######## design 1 ########
design_1/zoom.png
Region (7, 60) to (47, 100) µm. Cells in gray, sequential cells in the stronger gray; small squares are vias.
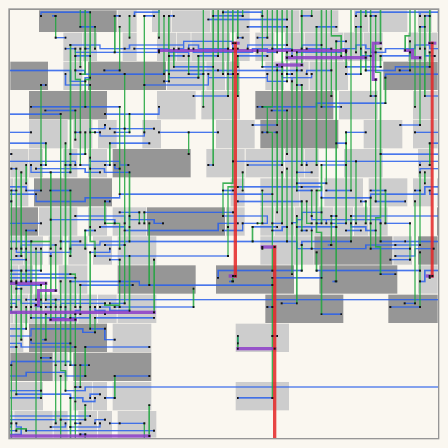

--- src/rtl/axi4lite_pkg.sv ---
// Shared AXI4-Lite widths, bus structs, response/state enums and core-side
// request/response structs used by the load/store and fetch bridges.
package axi4lite_pkg;

    localparam int AXI_ADDR_WIDTH = 32;
    localparam int AXI_DATA_WIDTH = 32;
    localparam int AXI_STRB_WIDTH = 4;

    typedef enum logic [1:0] {
        AXI_RESP_OKAY   = 2'b00,
        AXI_RESP_EXOKAY = 2'b01,
        AXI_RESP_SLVERR = 2'b10,
        AXI_RESP_DECERR = 2'b11
    } axi_resp_e;

    typedef enum logic [2:0] {
        AXI_IDLE,
        AXI_AR_WAIT,
        AXI_R_WAIT,
        AXI_AW_WAIT,
        AXI_W_WAIT,
        AXI_B_WAIT
    } axi_master_state_e;

    // Master-to-slave: 105 bits.
    typedef struct packed {
        logic [AXI_ADDR_WIDTH-1:0] awaddr;
        logic                      awvalid;
        logic [AXI_DATA_WIDTH-1:0] wdata;
        logic [AXI_STRB_WIDTH-1:0] wstrb;
        logic                      wvalid;
        logic                      bready;
        logic [AXI_ADDR_WIDTH-1:0] araddr;
        logic                      arvalid;
        logic                      rready;
    } axi4lite_m2s_t;

    // Slave-to-master: 41 bits.
    typedef struct packed {
        logic                      awready;
        logic                      wready;
        logic [1:0]                bresp;
        logic                      bvalid;
        logic                      arready;
        logic [AXI_DATA_WIDTH-1:0] rdata;
        logic [1:0]                rresp;
        logic                      rvalid;
    } axi4lite_s2m_t;

    typedef struct packed {
        logic                      we;
        logic [AXI_ADDR_WIDTH-1:0] addr;
        logic [AXI_DATA_WIDTH-1:0] wdata;
        logic [AXI_STRB_WIDTH-1:0] wstrb;
    } mem_req_t;

    typedef struct packed {
        logic [AXI_DATA_WIDTH-1:0] rdata;
        logic                      err;
    } mem_resp_t;

    // OKAY/EXOKAY succeed; SLVERR/DECERR fail.
    function automatic logic resp_is_err(input logic [1:0] resp);
        return (resp == AXI_RESP_SLVERR) || (resp == AXI_RESP_DECERR);
    endfunction

endpackage

--- src/rtl/axi4lite_master_bridge.sv ---
// Single-outstanding core load/store port to AXI4-Lite master bridge.
// Optional AXI_ALIGN_CHECK_EN: misaligned requests fail locally, no bus traffic.
module axi4lite_master_bridge
    import axi4lite_pkg::*;
(
    input  logic          clk,
    input  logic          rst,
    input  logic          req_valid,
    output logic          req_ready,
    input  logic          req_we,
    input  logic [31:0]   req_addr,
    input  logic [31:0]   req_wdata,
    input  logic [3:0]    req_wstrb,
    output logic          resp_valid,
    output logic [31:0]   resp_rdata,
    output logic          resp_err,
    output axi4lite_m2s_t m_axi_o,
    input  axi4lite_s2m_t m_axi_i
);

    axi_master_state_e r_state, w_next;
    mem_req_t          r_req;
    mem_resp_t         r_resp;
    logic              r_resp_valid;
    logic              r_w_done;

    logic w_accept;
    logic w_misalign;
    logic w_align_hold;
    logic w_rd_done;
    logic w_wr_done;
    logic w_w_early;

`ifdef AXI_ALIGN_CHECK_EN
    logic r_align_err;
    assign w_misalign = w_accept && (req_addr[1:0] != 2'b00);
    always_ff @(posedge clk) begin
        if (rst) r_align_err <= 1'b0;
        else     r_align_err <= w_misalign;
    end
    // Keep the port closed during the local error pulse.
    assign w_align_hold = r_align_err;
`else
    assign w_misalign   = 1'b0;
    assign w_align_hold = 1'b0;
`endif

    assign req_ready = (r_state == AXI_IDLE) && !w_align_hold;
    assign w_accept  = req_valid && req_ready;
    assign w_rd_done = (r_state == AXI_R_WAIT) && m_axi_i.rvalid;
    assign w_wr_done = (r_state == AXI_B_WAIT) && m_axi_i.bvalid;

    always_ff @(posedge clk) begin
        if (rst) r_state <= AXI_IDLE;
        else     r_state <= w_next;
    end

    always_comb begin
        w_next            = r_state;
        w_w_early         = 1'b0;
        m_axi_o           = '0;
        m_axi_o.awaddr    = r_req.addr;
        m_axi_o.araddr    = r_req.addr;
        m_axi_o.wdata     = r_req.wdata;
        m_axi_o.wstrb     = r_req.wstrb;
        case (r_state)
            AXI_IDLE: begin
                if (w_accept && !w_misalign)
                    w_next = req_we ? AXI_AW_WAIT : AXI_AR_WAIT;
            end
            AXI_AR_WAIT: begin
                m_axi_o.arvalid = 1'b1;
                if (m_axi_i.arready) w_next = AXI_R_WAIT;
            end
            AXI_R_WAIT: begin
                m_axi_o.rready = 1'b1;
                if (m_axi_i.rvalid) w_next = AXI_IDLE;
            end
            AXI_AW_WAIT: begin
                m_axi_o.awvalid = 1'b1;
                m_axi_o.wvalid  = !r_w_done;
                if (m_axi_i.awready) begin
                    if (r_w_done || m_axi_i.wready) w_next = AXI_B_WAIT;
                    else                            w_next = AXI_W_WAIT;
                end else if (!r_w_done && m_axi_i.wready) begin
                    w_w_early = 1'b1;
                end
            end
            AXI_W_WAIT: begin
                m_axi_o.wvalid = 1'b1;
                if (m_axi_i.wready) w_next = AXI_B_WAIT;
            end
            AXI_B_WAIT: begin
                m_axi_o.bready = 1'b1;
                if (m_axi_i.bvalid) w_next = AXI_IDLE;
            end
            default: w_next = AXI_IDLE;
        endcase
    end

    always_ff @(posedge clk) begin
        if (rst) begin
            r_req        <= '0;
            r_resp       <= '0;
            r_resp_valid <= 1'b0;
            r_w_done     <= 1'b0;
        end else begin
            if (w_accept) begin
                r_req.we    <= req_we;
                r_req.addr  <= req_addr;
                r_req.wdata <= req_wdata;
                r_req.wstrb <= req_wstrb;
            end

            if (w_next == AXI_IDLE) r_w_done <= 1'b0;
            else if (w_w_early)     r_w_done <= 1'b1;

            r_resp_valid <= w_rd_done || w_wr_done || w_misalign;
            if (w_rd_done) begin
                r_resp.rdata <= m_axi_i.rdata;
                r_resp.err   <= resp_is_err(m_axi_i.rresp);
            end else if (w_wr_done) begin
                r_resp.rdata <= '0;
                r_resp.err   <= resp_is_err(m_axi_i.bresp);
            end else if (w_misalign) begin
                r_resp.rdata <= '0;
                r_resp.err   <= 1'b1;
            end
        end
    end

    assign resp_valid = r_resp_valid;
    assign resp_rdata = r_resp.rdata;
    assign resp_err   = r_resp.err;

endmodule

--- config.mk ---
export PLATFORM = sky130hd
export DESIGN_NAME = axi4lite_master_bridge
export DESIGN_NICKNAME = d
export VERILOG_FILES = /design/src/rtl/axi4lite_pkg.sv /design/src/rtl/axi4lite_master_bridge.sv
export SDC_FILE = /design/constraint.sdc
export NUM_CORES = 1
export LEC_CHECK = 0
export ABC_CLOCK_PERIOD_IN_PS = 2500
export CAP_MARGIN = 5
export CORE_MARGIN = 2
export CORE_UTILIZATION = 40
export DETAILED_ROUTE_END_ITERATION = 16
export MAX_ROUTING_LAYER = met4
export PLACE_DENSITY = 0.91
export SLEW_MARGIN = 0
export SYNTH_ARGS = -nofsm -noshare
export SYNTH_HDL_FRONTEND = slang
export SYNTH_SLANG_ARGS = --single-unit
export TNS_END_PERCENT = 30
--- constraint.sdc ---
create_clock -name clk -period 2.5 [get_ports clk]
set_input_delay 0.5 -clock clk [delete_from_list [all_inputs] [get_ports clk]]
set_output_delay 0.5 -clock clk [all_outputs]
set_load 0.05 [all_outputs]
######## design 2 ########
`config.mk`:
```
export PLATFORM = sky130hd
export DESIGN_NAME = ras_call_return_ctrl
export DESIGN_NICKNAME = d
export VERILOG_FILES = /design/src/rtl/ras_call_return_ctrl.sv
export SDC_FILE = /design/constraint.sdc
export NUM_CORES = 1
export LEC_CHECK = 0
export ABC_AREA = 1
export CAP_MARGIN = 20
export CORE_MARGIN = 8
export CORE_UTILIZATION = 54
export DETAILED_ROUTE_END_ITERATION = 8
export GPL_ROUTABILITY_DRIVEN = 0
export PLACE_DENSITY = 0.95
export SLEW_MARGIN = 10
export SYNTH_ARGS = -nofsm -noshare
export SYNTH_HDL_FRONTEND = slang
export SYNTH_SLANG_ARGS = --single-unit
```
`constraint.sdc`:
```
create_clock -name clk_i -period 7.7 [get_ports clk_i]
set_input_delay 1.54 -clock clk_i [delete_from_list [all_inputs] [get_ports clk_i]]
set_output_delay 1.54 -clock clk_i [all_outputs]
set_load 0.03 [all_outputs]
```
`src/rtl/ras_call_return_ctrl.sv`:
```
// Return-stack front-end controller: classifies fetched instructions into RSB push/pop
// requests, queues return predictions in order and scores them against resolved targets.
module ras_call_return_ctrl #(
    parameter int ADDR_WIDTH  = 32,
    parameter int FIFO_DEPTH  = 4,
    parameter int COUNT_WIDTH = 16
) (
    input  logic                         clk_i,
    input  logic                         rst_i,

    input  logic                         fetch_valid_i,
    output logic                         fetch_ready_o,
    input  logic [31:0]                  fetch_instr_i,
    input  logic [ADDR_WIDTH-1:0]        fetch_pc_i,

    output logic                         rsb_push_en_o,
    output logic [ADDR_WIDTH-1:0]        rsb_push_addr_o,
    output logic                         rsb_pop_en_o,
    input  logic [ADDR_WIDTH-1:0]        rsb_pop_addr_i,
    input  logic                         rsb_pop_valid_i,

    output logic                         pred_valid_o,
    output logic [ADDR_WIDTH-1:0]        pred_target_o,

    input  logic                         resolve_valid_i,
    input  logic [ADDR_WIDTH-1:0]        resolve_target_i,
    input  logic                         flush_i,

    output logic                         mispredict_o,
    output logic [ADDR_WIDTH-1:0]        mispredict_target_o,
    output logic [$clog2(FIFO_DEPTH):0]  outstanding_o,
    output logic [COUNT_WIDTH-1:0]       hit_count_o,
    output logic [COUNT_WIDTH-1:0]       miss_count_o
);

    localparam int PTR_W = $clog2(FIFO_DEPTH);

    localparam logic [6:0]             OP_JAL     = 7'b1101111;
    localparam logic [6:0]             OP_JALR    = 7'b1100111;
    localparam logic [PTR_W:0]         FULL_COUNT = FIFO_DEPTH[PTR_W:0];
    localparam logic [PTR_W:0]         COUNT_ONE  = {{PTR_W{1'b0}}, 1'b1};
    localparam logic [PTR_W-1:0]       PTR_ONE    = {{(PTR_W-1){1'b0}}, 1'b1};
    localparam logic [COUNT_WIDTH-1:0] STAT_ONE   = {{(COUNT_WIDTH-1){1'b0}}, 1'b1};
    localparam logic [ADDR_WIDTH-1:0]  INSTR_SIZE = ADDR_WIDTH'(4);

    logic [6:0]  opcode;
    logic [4:0]  rd;
    logic [4:0]  rs1;
    logic [2:0]  funct3;
    logic        is_jal;
    logic        is_jalr;
    logic        rd_link;
    logic        rs1_link;
    logic        is_push;
    logic        is_pop;
    logic        unused_instr_bits;

    logic        accept;
    logic        enq;
    logic        deq;
    logic        hit;
    logic        miss;

    logic [PTR_W-1:0]      wr_ptr;
    logic [PTR_W-1:0]      rd_ptr;
    logic [PTR_W:0]        count;
    logic [FIFO_DEPTH-1:0] fifo_valid;
    logic [ADDR_WIDTH-1:0] fifo_target [FIFO_DEPTH];

    logic                  pred_valid;
    logic [ADDR_WIDTH-1:0] pred_target;
    logic                  mispredict;
    logic [ADDR_WIDTH-1:0] mispredict_target;
    logic [COUNT_WIDTH-1:0] hit_count;
    logic [COUNT_WIDTH-1:0] miss_count;

    // ------------------------------------------------------------------
    // Instruction decode
    // ------------------------------------------------------------------
    assign opcode   = fetch_instr_i[6:0];
    assign rd       = fetch_instr_i[11:7];
    assign funct3   = fetch_instr_i[14:12];
    assign rs1      = fetch_instr_i[19:15];
    assign unused_instr_bits = ^fetch_instr_i[31:20];

    assign is_jal   = (opcode == OP_JAL);
    assign is_jalr  = (opcode == OP_JALR) && (funct3 == 3'b000);
    assign rd_link  = (rd == 5'd1) || (rd == 5'd5);
    assign rs1_link = (rs1 == 5'd1) || (rs1 == 5'd5);

    // A linking JALR always pushes; it also pops unless it re-links through the
    // same register (rd == rs1), which is a plain call rather than a coroutine swap.
    always_comb begin
        is_push = 1'b0;
        is_pop  = 1'b0;
        if (is_jal) begin
            is_push = rd_link;
        end else if (is_jalr) begin
            is_push = rd_link;
            is_pop  = rs1_link && (!rd_link || (rd != rs1));
        end
    end

    // ------------------------------------------------------------------
    // Handshake and RSB requests
    // ------------------------------------------------------------------
    assign fetch_ready_o   = (count != FULL_COUNT);
    assign accept          = fetch_valid_i && fetch_ready_o && !flush_i;

    assign rsb_push_en_o   = accept && is_push;
    assign rsb_pop_en_o    = accept && is_pop;
    assign rsb_push_addr_o = fetch_pc_i + INSTR_SIZE;

    assign enq  = rsb_pop_en_o;
    assign deq  = resolve_valid_i && !flush_i && (count != '0);
    assign hit  = deq && fifo_valid[rd_ptr] && (fifo_target[rd_ptr] == resolve_target_i);
    assign miss = deq && !hit;

    // ------------------------------------------------------------------
    // Outstanding-return FIFO
    // ------------------------------------------------------------------
    always_ff @(posedge clk_i) begin
        if (enq) begin
            fifo_valid[wr_ptr]  <= rsb_pop_valid_i;
            fifo_target[wr_ptr] <= rsb_pop_addr_i;
        end
    end

    // Depth is a power of two, so the pointers wrap on natural overflow.
    always_ff @(posedge clk_i) begin
        if (rst_i || flush_i) begin
            wr_ptr <= '0;
            rd_ptr <= '0;
            count  <= '0;
        end else begin
            if (enq) begin
                wr_ptr <= wr_ptr + PTR_ONE;
            end
            if (deq) begin
                rd_ptr <= rd_ptr + PTR_ONE;
            end
            if (enq && !deq) begin
                count <= count + COUNT_ONE;
            end else if (!enq && deq) begin
                count <= count - COUNT_ONE;
            end
        end
    end

    // ------------------------------------------------------------------
    // Prediction and misprediction outputs
    // ------------------------------------------------------------------
    always_ff @(posedge clk_i) begin
        if (rst_i) begin
            pred_valid        <= 1'b0;
            pred_target       <= '0;
            mispredict        <= 1'b0;
            mispredict_target <= '0;
        end else begin
            pred_valid <= enq && rsb_pop_valid_i;
            if (enq) begin
                pred_target <= rsb_pop_addr_i;
            end
            mispredict <= miss;
            if (miss) begin
                mispredict_target <= resolve_target_i;
            end
        end
    end

    // ------------------------------------------------------------------
    // Saturating hit/miss statistics
    // ------------------------------------------------------------------
    always_ff @(posedge clk_i) begin
        if (rst_i) begin
            hit_count  <= '0;
            miss_count <= '0;
        end else begin
            if (hit && (hit_count != '1)) begin
                hit_count <= hit_count + STAT_ONE;
            end
            if (miss && (miss_count != '1)) begin
                miss_count <= miss_count + STAT_ONE;
            end
        end
    end

    assign pred_valid_o        = pred_valid;
    assign pred_target_o       = pred_target;
    assign mispredict_o        = mispredict;
    assign mispredict_target_o = mispredict_target;
    assign outstanding_o       = count;
    assign hit_count_o         = hit_count;
    assign miss_count_o        = miss_count;

endmodule

```
######## design 3 ########
$ cat config.mk
export PLATFORM = sky130hd
export DESIGN_NAME = uart_param
export DESIGN_NICKNAME = d
export VERILOG_FILES = /design/src/rtl/uart_pkg.sv /design/src/rtl/uart_bit_timer.sv /design/src/rtl/uart_param.sv
export SDC_FILE = /design/constraint.sdc
export NUM_CORES = 1
export LEC_CHECK = 0
export ABC_CLOCK_PERIOD_IN_PS = 2700
export CORE_AREA = 2 2 105 107
export CTS_CLUSTER_SIZE = 28
export DETAILED_ROUTE_END_ITERATION = 10
export DIE_AREA = 0 0 107 109
export GPL_TIMING_DRIVEN = 1
export MAX_ROUTING_LAYER = met4
export PLACE_DENSITY = 0.62
export SLEW_MARGIN = 20
export SYNTH_ARGS = -nofsm -noshare
export SYNTH_HDL_FRONTEND = slang
export SYNTH_HIERARCHICAL = 1
export SYNTH_SLANG_ARGS = --single-unit
$ cat constraint.sdc
create_clock -name clk_100m -period 2.7 [get_ports clk_100m]
set_input_delay 0.54 -clock clk_100m [delete_from_list [all_inputs] [get_ports clk_100m]]
set_output_delay 0.54 -clock clk_100m [all_outputs]
set_load 0.01 [all_outputs]
$ cat src/rtl/uart_pkg.sv
// Shared types and helpers for the parametrised UART.
// Related build option: UART_PARITY_EN (selects the parity frame format in uart_param).
package uart_pkg;

  typedef enum logic [2:0] {
    IDLE,
    START,
    DATA,
    PARITY,
    STOP
  } uart_state_e;

  localparam int unsigned CLKS_921600_AT_100M = 108;

  // Parity bit that makes the total ones count even (i_odd=0) or odd (i_odd=1).
  function automatic logic f_parity(input logic [7:0] i_data, input logic i_odd);
    return (^i_data) ^ i_odd;
  endfunction

endpackage

$ cat src/rtl/uart_bit_timer.sv
// Bit-period counter: clears on load, wraps at the terminal count, flags the half period.
// Shared by the TX and RX paths of uart_param.
module uart_bit_timer
  import uart_pkg::*;
#(
  parameter int unsigned CNT_W = 9,
  parameter int unsigned HALF  = CLKS_921600_AT_100M / 2
) (
  input  logic             clk_100m,
  input  logic             rst,
  input  logic             i_clr,
  input  logic [CNT_W-1:0] i_limit,
  output logic             o_tc_c,
  output logic             o_half_c
);

  logic [CNT_W-1:0] r_cnt;

  assign o_tc_c   = (r_cnt == i_limit - CNT_W'(1));
  assign o_half_c = (r_cnt == CNT_W'(HALF));

  always_ff @(posedge clk_100m or posedge rst) begin
    if (rst) begin
      r_cnt <= '0;
    end else if (i_clr || o_tc_c) begin
      r_cnt <= '0;
    end else begin
      r_cnt <= r_cnt + CNT_W'(1);
    end
  end

endmodule

$ cat src/rtl/uart_param.sv
// Parametrised full-duplex UART with byte req/ack handshakes and a 2-flop RX synchroniser.
// Define UART_PARITY_EN to add a parity bit (PARITY_ODD parameter, rx_perr output).
module uart_param
  import uart_pkg::*;
#(
  parameter int unsigned CLKS_PER_BIT = CLKS_921600_AT_100M,
  parameter int unsigned DATA_BITS    = 8,
`ifdef UART_PARITY_EN
  parameter int unsigned PARITY_ODD   = 0,
`endif
  parameter int unsigned STOP_BITS    = 1
) (
  input  logic                 clk_100m,
  input  logic                 rst,
  input  logic [DATA_BITS-1:0] tx_byte,
  input  logic                 tx_req,
  output logic                 tx_ack,
  output logic                 tx_busy,
  output logic [DATA_BITS-1:0] rx_byte,
  output logic                 rx_req,
  input  logic                 rx_ack,
  output logic                 rx_ferr,
  output logic                 rx_ovr,
  input  logic                 rx,
`ifdef UART_PARITY_EN
  output logic                 rx_perr,
`endif
  output logic                 tx
);

  localparam int unsigned CNT_W = $clog2(CLKS_PER_BIT * 2) + 1;
  localparam int unsigned IDX_W = $clog2(DATA_BITS + 1);

  uart_state_e          r_tx_state;
  logic [DATA_BITS-1:0] r_tx_data;
  logic [IDX_W-1:0]     r_tx_idx;
  logic                 w_tx_clr;
  logic                 w_tx_tc;
  logic [CNT_W-1:0]     w_tx_limit;
  logic                 w_unused_tx_half;

  uart_state_e          r_rx_state;
  logic [DATA_BITS-1:0] r_rx_shift;
  logic [IDX_W-1:0]     r_rx_idx;
  logic                 r_rx_meta;
  logic                 r_rxs;
  logic                 w_rx_clr;
  logic                 w_rx_tc;
  logic                 w_rx_half;
  logic                 w_rx_load;
`ifdef UART_PARITY_EN
  logic                 r_tx_par;
  logic                 r_rx_par;
`endif

  assign w_tx_clr   = (r_tx_state == IDLE);
  assign w_tx_limit = (r_tx_state == STOP) ? CNT_W'(STOP_BITS * CLKS_PER_BIT)
                                           : CNT_W'(CLKS_PER_BIT);

  uart_bit_timer #(
    .CNT_W (CNT_W),
    .HALF  (CLKS_PER_BIT / 2)
  ) u_tx_timer (
    .clk_100m (clk_100m),
    .rst      (rst),
    .i_clr    (w_tx_clr),
    .i_limit  (w_tx_limit),
    .o_tc_c   (w_tx_tc),
    .o_half_c (w_unused_tx_half)
  );

  // TX: data shifts right so the next bit to send always sits in bit 1.
  always_ff @(posedge clk_100m or posedge rst) begin
    if (rst) begin
      r_tx_state <= IDLE;
      r_tx_data  <= '0;
      r_tx_idx   <= '0;
      tx         <= 1'b1;
      tx_ack     <= 1'b0;
      tx_busy    <= 1'b0;
`ifdef UART_PARITY_EN
      r_tx_par   <= 1'b0;
`endif
    end else begin
      tx_ack <= 1'b0;
      case (r_tx_state)
        IDLE: begin
          if (tx_req) begin
            r_tx_data  <= tx_byte;
            tx_ack     <= 1'b1;
            tx_busy    <= 1'b1;
            tx         <= 1'b0;
            r_tx_state <= START;
`ifdef UART_PARITY_EN
            r_tx_par   <= f_parity(8'(tx_byte), PARITY_ODD != 0);
`endif
          end
        end
        START: begin
          if (w_tx_tc) begin
            tx         <= r_tx_data[0];
            r_tx_idx   <= '0;
            r_tx_state <= DATA;
          end
        end
        DATA: begin
          if (w_tx_tc) begin
            if (r_tx_idx == IDX_W'(DATA_BITS - 1)) begin
`ifdef UART_PARITY_EN
              tx         <= r_tx_par;
              r_tx_state <= PARITY;
`else
              tx         <= 1'b1;
              r_tx_state <= STOP;
`endif
            end else begin
              tx        <= r_tx_data[1];
              r_tx_data <= r_tx_data >> 1;
              r_tx_idx  <= r_tx_idx + IDX_W'(1);
            end
          end
        end
`ifdef UART_PARITY_EN
        PARITY: begin
          if (w_tx_tc) begin
            tx         <= 1'b1;
            r_tx_state <= STOP;
          end
        end
`endif
        STOP: begin
          if (w_tx_tc) begin
            tx_busy    <= 1'b0;
            r_tx_state <= IDLE;
          end
        end
        default: begin
          tx         <= 1'b1;
          tx_busy    <= 1'b0;
          r_tx_state <= IDLE;
        end
      endcase
    end
  end

  always_ff @(posedge clk_100m or posedge rst) begin
    if (rst) begin
      r_rx_meta <= 1'b1;
      r_rxs     <= 1'b1;
    end else begin
      r_rx_meta <= rx;
      r_rxs     <= r_rx_meta;
    end
  end

  // Restarting the count at the mid-start sample puts every later sample mid-bit.
  assign w_rx_clr  = (r_rx_state == IDLE) || ((r_rx_state == START) && w_rx_half);
  assign w_rx_load = (r_rx_state == STOP) && w_rx_tc;

  uart_bit_timer #(
    .CNT_W (CNT_W),
    .HALF  (CLKS_PER_BIT / 2)
  ) u_rx_timer (
    .clk_100m (clk_100m),
    .rst      (rst),
    .i_clr    (w_rx_clr),
    .i_limit  (CNT_W'(CLKS_PER_BIT)),
    .o_tc_c   (w_rx_tc),
    .o_half_c (w_rx_half)
  );

  always_ff @(posedge clk_100m or posedge rst) begin
    if (rst) begin
      r_rx_state <= IDLE;
      r_rx_idx   <= '0;
      r_rx_shift <= '0;
      rx_byte    <= '0;
      rx_req     <= 1'b0;
      rx_ferr    <= 1'b0;
      rx_ovr     <= 1'b0;
`ifdef UART_PARITY_EN
      r_rx_par   <= 1'b0;
      rx_perr    <= 1'b0;
`endif
    end else begin
      case (r_rx_state)
        IDLE: begin
          if (!r_rxs) begin
            r_rx_state <= START;
          end
        end
        START: begin
          if (w_rx_half) begin
            r_rx_idx   <= '0;
            r_rx_state <= r_rxs ? IDLE : DATA;
          end
        end
        DATA: begin
          if (w_rx_tc) begin
            r_rx_shift <= {r_rxs, r_rx_shift[DATA_BITS-1:1]};
            if (r_rx_idx == IDX_W'(DATA_BITS - 1)) begin
`ifdef UART_PARITY_EN
              r_rx_state <= PARITY;
`else
              r_rx_state <= STOP;
`endif
            end else begin
              r_rx_idx <= r_rx_idx + IDX_W'(1);
            end
          end
        end
`ifdef UART_PARITY_EN
        PARITY: begin
          if (w_rx_tc) begin
            r_rx_par   <= r_rxs;
            r_rx_state <= STOP;
          end
        end
`endif
        STOP: begin
          if (w_rx_tc) begin
            r_rx_state <= IDLE;
          end
        end
        default: r_rx_state <= IDLE;
      endcase

      // A new byte load takes priority over a same-cycle acknowledge.
      if (w_rx_load) begin
        rx_byte <= r_rx_shift;
        rx_ferr <= ~r_rxs;
        rx_req  <= 1'b1;
        if (rx_req && !rx_ack) begin
          rx_ovr <= 1'b1;
        end
`ifdef UART_PARITY_EN
        rx_perr <= r_rx_par ^ f_parity(8'(r_rx_shift), PARITY_ODD != 0);
`endif
      end else if (rx_req && rx_ack) begin
        rx_req <= 1'b0;
        rx_ovr <= 1'b0;
      end
    end
  end

endmodule

######## design 4 ########
## src/rtl/imem_fetch_sequencer.sv

```systemverilog
// Instruction-fetch sequencer: owns the PC, buffers one instruction for decode.
// Optional IMEM_FETCH_WRAP_EN: loop back to RESET_PC after the last word.
module imem_fetch_sequencer #(
   parameter int PROG_LEN = 6,
   parameter int RESET_PC = 0
) (
   input  logic       clk,
   input  logic       rst,
   input  logic       start,
   input  logic       halt_req,
   input  logic       branch_taken,
   input  logic [7:0] branch_target,
   output logic [7:0] instruction_address,
   input  logic [7:0] instruction_data,
   output logic       fetch_valid,
   input  logic       fetch_ready,
   output logic [7:0] fetch_instruction,
   output logic [7:0] fetch_pc,
   output logic       running,
   output logic       fetch_error
);

   typedef enum logic [1:0] {
      S_IDLE,
      S_FETCH,
      S_DRAIN,
      S_HALTED
   } state_t;

   localparam logic [7:0] LAST_PC = 8'(PROG_LEN - 1);
   localparam logic [7:0] RST_PC  = 8'(RESET_PC);
   localparam logic [8:0] LEN9    = 9'(PROG_LEN);

   state_t     state_q, state_d;
   logic [7:0] pc_q, pc_d;
   logic       valid_q, valid_d;
   logic [7:0] instr_q, instr_d;
   logic [7:0] fpc_q, fpc_d;
   logic       err_q, err_d;
   logic       run_q, run_d;

   logic accept;
   logic slot_free;
   logic tgt_bad;

   assign accept    = valid_q && fetch_ready;
   assign slot_free = !valid_q || fetch_ready;
   assign tgt_bad   = {1'b0, branch_target} >= LEN9;

   always_comb begin
      state_d = state_q;
      pc_d    = pc_q;
      valid_d = valid_q;
      instr_d = instr_q;
      fpc_d   = fpc_q;
      err_d   = err_q;
      unique case (state_q)
         S_IDLE: begin
            valid_d = 1'b0;
            if (start) begin
               pc_d    = RST_PC;
               err_d   = 1'b0;
               state_d = S_FETCH;
            end
         end
         S_FETCH, S_DRAIN: begin
            if (branch_taken) begin
               // Redirect always flushes the buffered slot, accepted or not.
               valid_d = 1'b0;
               if (tgt_bad) begin
                  err_d   = 1'b1;
                  state_d = S_HALTED;
               end else begin
                  pc_d    = branch_target;
                  state_d = S_FETCH;
               end
            end else if (state_q == S_DRAIN) begin
               if (!valid_q || accept) begin
                  valid_d = 1'b0;
                  state_d = S_HALTED;
               end
            end else if (halt_req) begin
               if (accept) valid_d = 1'b0;
               state_d = S_DRAIN;
            end else if (slot_free) begin
               instr_d = instruction_data;
               fpc_d   = pc_q;
               valid_d = 1'b1;
               if (pc_q == LAST_PC) begin
`ifdef IMEM_FETCH_WRAP_EN
                  pc_d = RST_PC;
`else
                  state_d = S_DRAIN;
`endif
               end else begin
                  pc_d = pc_q + 8'd1;
               end
            end
         end
         S_HALTED: begin
            valid_d = 1'b0;
            if (start) begin
               pc_d    = RST_PC;
               err_d   = 1'b0;
               state_d = S_FETCH;
            end
         end
         default: begin
            state_d = S_IDLE;
            valid_d = 1'b0;
         end
      endcase
      run_d = (state_d == S_FETCH) || (state_d == S_DRAIN);
   end

   always_ff @(posedge clk or posedge rst) begin
      if (rst) begin
         state_q <= S_IDLE;
         pc_q    <= RST_PC;
         valid_q <= 1'b0;
         instr_q <= 8'h00;
         fpc_q   <= 8'h00;
         err_q   <= 1'b0;
         run_q   <= 1'b0;
      end else begin
         state_q <= state_d;
         pc_q    <= pc_d;
         valid_q <= valid_d;
         instr_q <= instr_d;
         fpc_q   <= fpc_d;
         err_q   <= err_d;
         run_q   <= run_d;
      end
   end

   assign instruction_address = pc_q;
   assign fetch_valid         = valid_q;
   assign fetch_instruction   = instr_q;
   assign fetch_pc            = fpc_q;
   assign running             = run_q;
   assign fetch_error         = err_q;

endmodule

```

## config.mk

```make
export PLATFORM = sky130hd
export DESIGN_NAME = imem_fetch_sequencer
export DESIGN_NICKNAME = d
export VERILOG_FILES = /design/src/rtl/imem_fetch_sequencer.sv
export SDC_FILE = /design/constraint.sdc
export NUM_CORES = 1
export LEC_CHECK = 0
export CORE_MARGIN = 2
export CORE_UTILIZATION = 30
export CTS_BUF_LIST = sky130_fd_sc_hd__clkbuf_8
export DETAILED_ROUTE_END_ITERATION = 16
export GPL_TIMING_DRIVEN = 0
export PLACE_DENSITY = 0.56
export SLEW_MARGIN = 0
export SYNTH_ARGS = -nofsm -noshare
export SYNTH_HDL_FRONTEND = slang
export SYNTH_SLANG_ARGS = --single-unit
```

## constraint.sdc

```tcl
create_clock -name clk -period 1.85 [get_ports clk]
set_input_delay 0.185 -clock clk [delete_from_list [all_inputs] [get_ports clk]]
set_output_delay 0.185 -clock clk [all_outputs]
set_load 0.1 [all_outputs]
```

design_4/metal_stack.png
Only two layers are drawn.
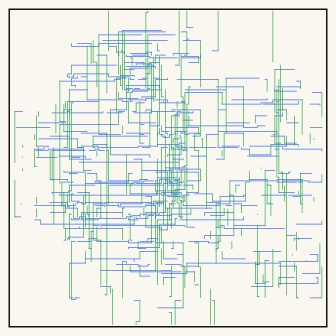
| layer | color | wire length |
|---|---|---|
| met2 | green | 1620 µm |
| met1 | blue | 1710 µm |

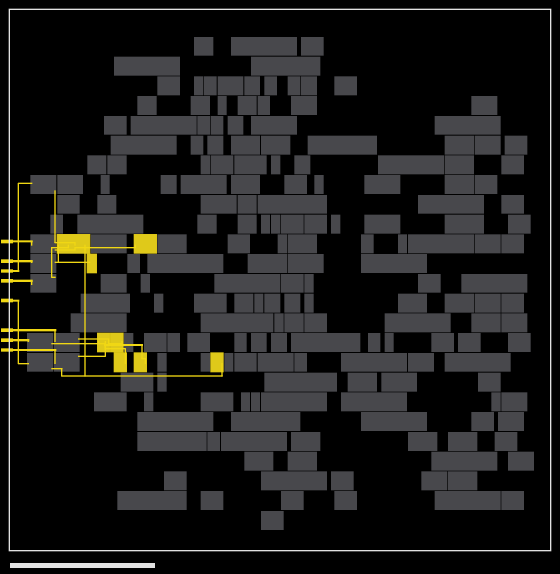
design_4/port_nets.png
Scale bar: 20 µm.
| port | color | bits | direction | edge | end cells | buffers | wire |
|---|---|---|---|---|---|---|---|
| branch_target | yellow | 8 | input | west | 8 | 8 | 166 µm |

==> results.yml, design 4 <==
# physical design summary
floorplan:
  coreArea_um2: 4750
  rows: 25
final_timing:
  period_used_pct: 96.9
  hold_viol: 0
synth:
  fp_nets: 160
  synth_area_per_cell_um2: 11.0
global_route:
  antenna_found_initial: 0
  top_usage_layer: "met2"
layout:
  lay_top_cells: "25 x dlygate4sd2_1, 20 x dfrtp_1, 20 x clkdlybuf4s50_1, 13 x mux2_2"
place:
  place_area_um2: 2070
setup_path:
  cp_top_family: "buffers and inverters"
  crit_start: "instruction_address[3]$_DFFE_PP0P_"
outcome:
  status: "completed"
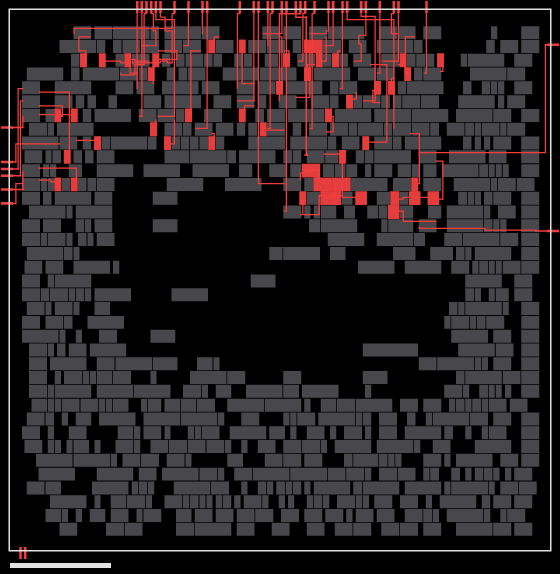
design_1/port_nets.png
Scale bar: 20 µm.
| port | color | bits | direction | edge | end cells | buffers | wire |
|---|---|---|---|---|---|---|---|
| m_axi_i | red | 41 | input | 31 north, 6 west, 2 east, 2 south | 47 | 39 | 1010 µm |

About design_1/zoom.png:
| layer | color |
|---|---|
| met1 | blue |
| met4 | red |
| met2 | green |
| met3 | purple |
most frequent: clkdlybuf4s50_1 (31), nand2_1 (27), a21oi_1 (23)
cells with their middle in the window: 121
sequential cells in the window: 18
netlist names of flops here include: resp_rdata (16), m_axi_o (2)

==> results.yml, design 1 <==
# physical design summary
synth:
  yosysTopAreaCell: "dfxtp_1"
  synth-xor-area-share_pct: 0
  synth_area_per_cell_um2: 8.16
  edf_count: 0
  flop_cell: "dfxtp_1"
global_route:
  grt_max_degree: 69
  top_usage_layer: "met2"
  antenna_found_initial: 0
  grt_use_met1_pct: 25.0
setup_path:
  endpoint: "m_axi_o[35]"
  arrival_ps: 1620
  path_depth: 3
  crit_buf_inv: 1
  r2r_start: "r_state[1]$_SDFF_PP0_"
  timing.rr.end: "resp_rdata[11]$_SDFFE_PP0P_"
outcome:
  status: "completed"
final_timing:
  rsz0062_at_grt: "no"
  period_used_pct: 84.8
  tightest_slew_ps: 651
routing:
  vias_per_cell: 4.93
  wl_per_cell_um: 14.6
  wl_met2_um: 6250
  drtPass1Iterations: 5
  antenna_left: 0
floorplan:
  rows: 37
  die_h_um: 106
clocking:
  cts_buffer_depth: 2
  cts_hold_buf: 0
  clk_latency_ps: 360
run:
  cap_violations: 0
layout:
  buffer_area_share_pct: 38.5
  final_util_pct: 64.8
  lay_top_cells: "243 x clkdlybuf4s50_1, 168 x nand2_1, 106 x dfxtp_1, 85 x a21oi_1, 33 x nand3_1"
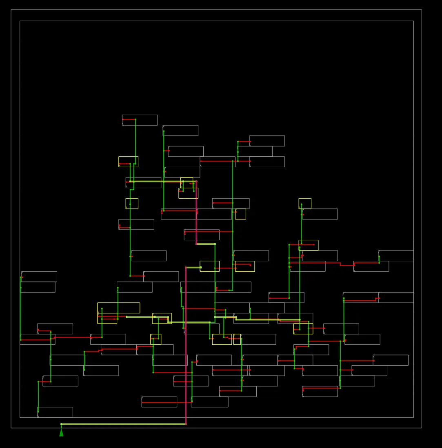
design_3/final_clocks.png
CTS Buf Count: 9
Clock Skew: 12.6 ps
clock sink total: 64

==> results.yml, design 3 <==
# physical design summary
place:
  place_area_um2: 4750
  dp.cells: 618
min_path:
  hold_path_class: "flop to flop"
  min_path_cells: 0
setup_path:
  cp_top_family: "simple AND/OR/NAND/NOR gates"
  arrival_ps: 2730
  critPathKind: "flop to flop"
  crit_fanout: 8
  path_cells: "xnor2_1 -> a311o_1 -> a2111oi_1 -> and4b_1 -> and2_1 -> nor4bb_2 -> buf_4 -> mux2_1"
  reg2reg_slack_ps: 190
synth:
  yosys_warnings: 6
routing:
  wl_met2_um: 3970
  met3_length_um: 160
  first_iter_violations: 104
  totalWireLength_um: 8270
  vias_per_cell: 4.83
  dr_total_vias: 3070
final_timing:
  fin_crit_ps: 2510
  max_freq_mhz: 398
  rsz0062_at_grt: "yes"
  period_used_pct: 93.0
  setup_viol: 0
clocking:
  cts_resized: 0
  cts_buffer_depth: 2
  post_cts_buffers: 0
layout:
  fillCellCount: 1009
  buffer_area_share_pct: 8.31
  combAreaFraction_pct: 50.1
  lay_top_count: "conb_1"
  clkbuf_count: 9
  layout.nets: 511
  lay_top_cells: "66 x conb_1, 60 x dfrtp_1, 27 x xnor2_1, 26 x clkdlybuf4s50_1"
  flops: 64
outcome:
  status: "completed"
global_route:
  top_usage_layer: "met2"
  grtUsageMet2_pct: 25.0
floorplan:
  fp-utilization_pct: 38.5
  rows: 38
  die_h_um: 109
  num_tap_cells: 140
run:
  cap_violations: 0
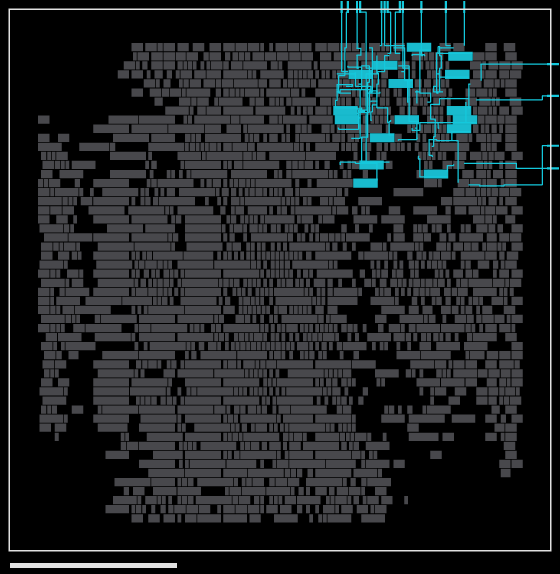
design_2/port_nets.png
Scale bar: 50 µm.
| port | color | bits | direction | edge | end cells | buffers | wire |
|---|---|---|---|---|---|---|---|
| miss_count_o | cyan | 16 | output | 12 north, 4 east | 16 | 16 | 856 µm |

==> results.yml, design 2 <==
# physical design summary
outcome:
  status: "completed"
setup_path:
  timing.rr.end: "mispredict_target_o[23]$_SDFFE_PP0P_"
  crit_slowest_cell: "clkdlybuf4s50_1"
  path_cells: "clkdlybuf4s50_1 -> ha_1 -> nand3_1 -> nor3b_1 -> buf_4 -> nand2_1 -> inv_1 -> nand4_1 -> nor2_1 -> nand2_1 -> inv_1 -> nand3_1 -> xor2_1 -> clkdlybuf4s50_1"
  crit_buf_inv: 5
  reg2reg_slack_ps: 2970
floorplan:
  io_pins: 270
global_route:
  grtUsageMet2_pct: 46.1
  top_usage_layer: "met2"
  grt_max_degree: 66
layout:
  final_util_pct: 71.5
  mi_logic_area_um2: 4670
final_timing:
  skew_ps: 22.8
routing:
  vias_per_cell: 5.64

==> gallery <==
Sequential cells grouped by signal name.
Plate I
Scale bar: 50 µm. Other sequential cells in the stronger gray, the rest of the logic in the fainter gray.
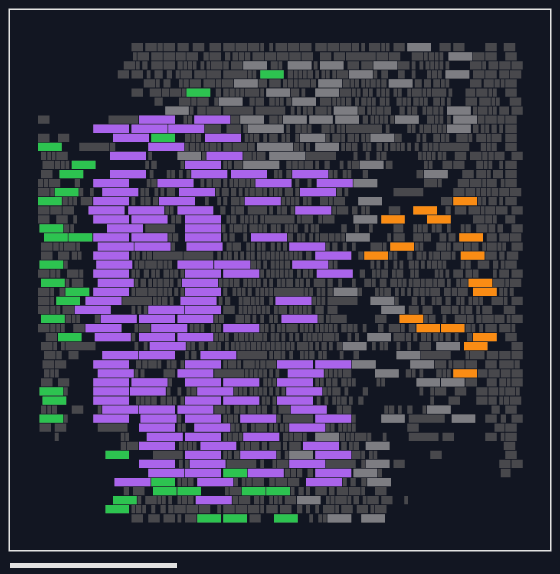
Plate II
Scale bar: 20 µm. Other sequential cells in the stronger gray, the rest of the logic in the fainter gray.
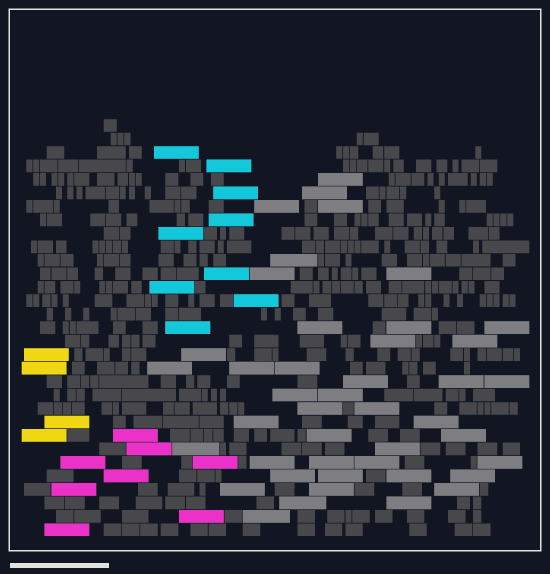
Plate III
Scale bar: 20 µm. Other sequential cells in the stronger gray, the rest of the logic in the fainter gray.
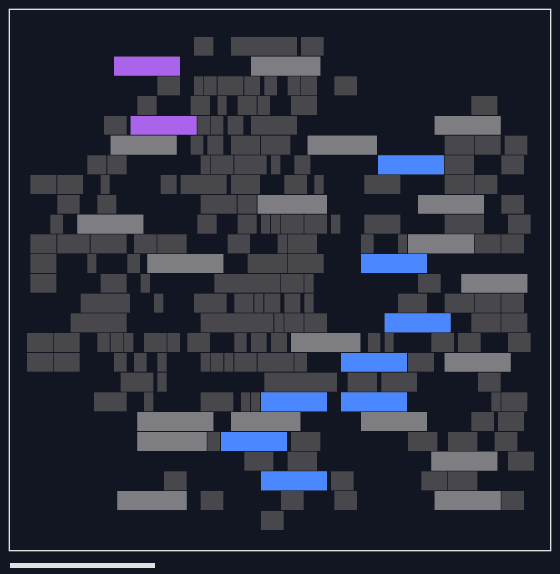
Plate IV
Scale bar: 20 µm. Other sequential cells in the stronger gray, the rest of the logic in the fainter gray.
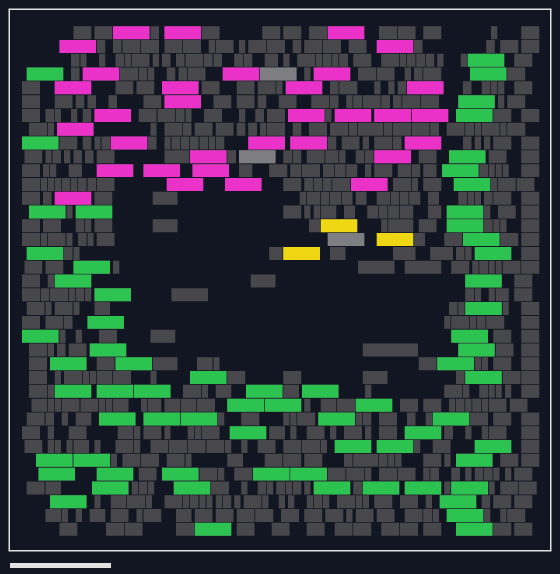
Plate II is design 3.
Plate I is design 2.
Plate III is design 4.
Plate IV is design 1.

Key to Plate IV:
| signal | color | sequential cells |
|---|---|---|
| m_axi_o | green | 68 |
| resp_rdata | magenta | 32 |
| r_state | yellow | 3 |



## Gallery

Clock nets.
shot_01.png
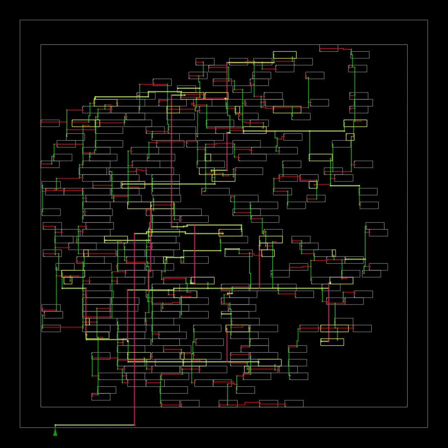
shot_02.png
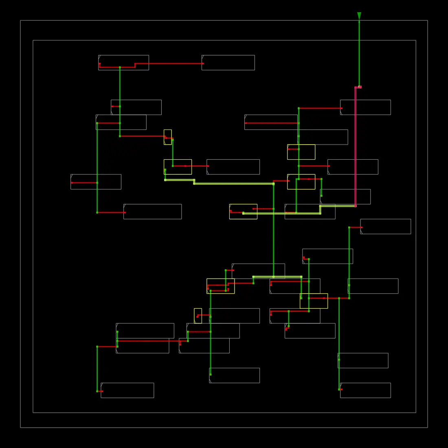
shot_03.png
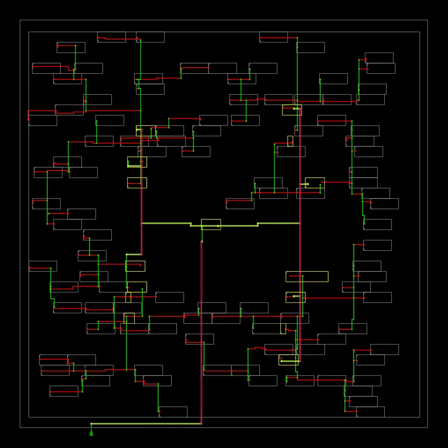
- design 2 = shot_01.png
- design 4 = shot_02.png
- design 1 = shot_03.png


==> notes/layouts.md <==
Pictures saved along the way, in no particular order.

Layout detail.
picture 1
Region (21, 102) to (61, 142) µm. Cells in gray, sequential cells in the stronger gray; small squares are vias.
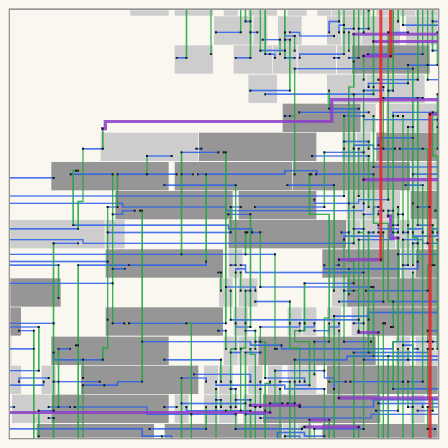
picture 2
Region (7, 62) to (47, 102) µm. Cells in gray, sequential cells in the stronger gray; small squares are vias.
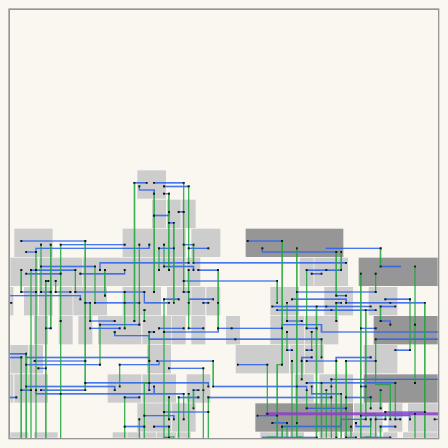
picture 3
Region (0, 34) to (40, 74) µm. Cells in gray, sequential cells in the stronger gray; small squares are vias.
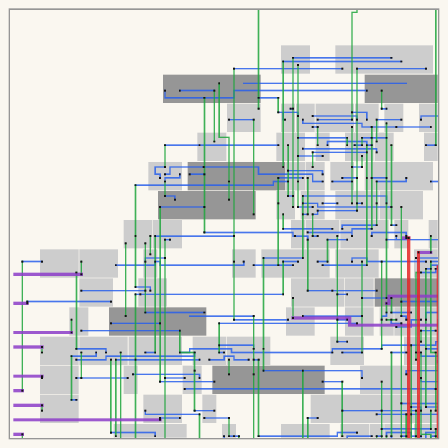
- picture 2 = design 3
- picture 3 = design 4
- picture 1 = design 2

Key to picture 2:
| layer | color |
|---|---|
| met3 | purple |
| met1 | blue |
| met2 | green |
cells with their middle in the window: 56
sequential cells in the window: 5
netlist names of flops here include: u_tx_timer/r_cnt (5)
most frequent: conb_1 (12), xnor2_1 (6), dfrtp_1 (5)

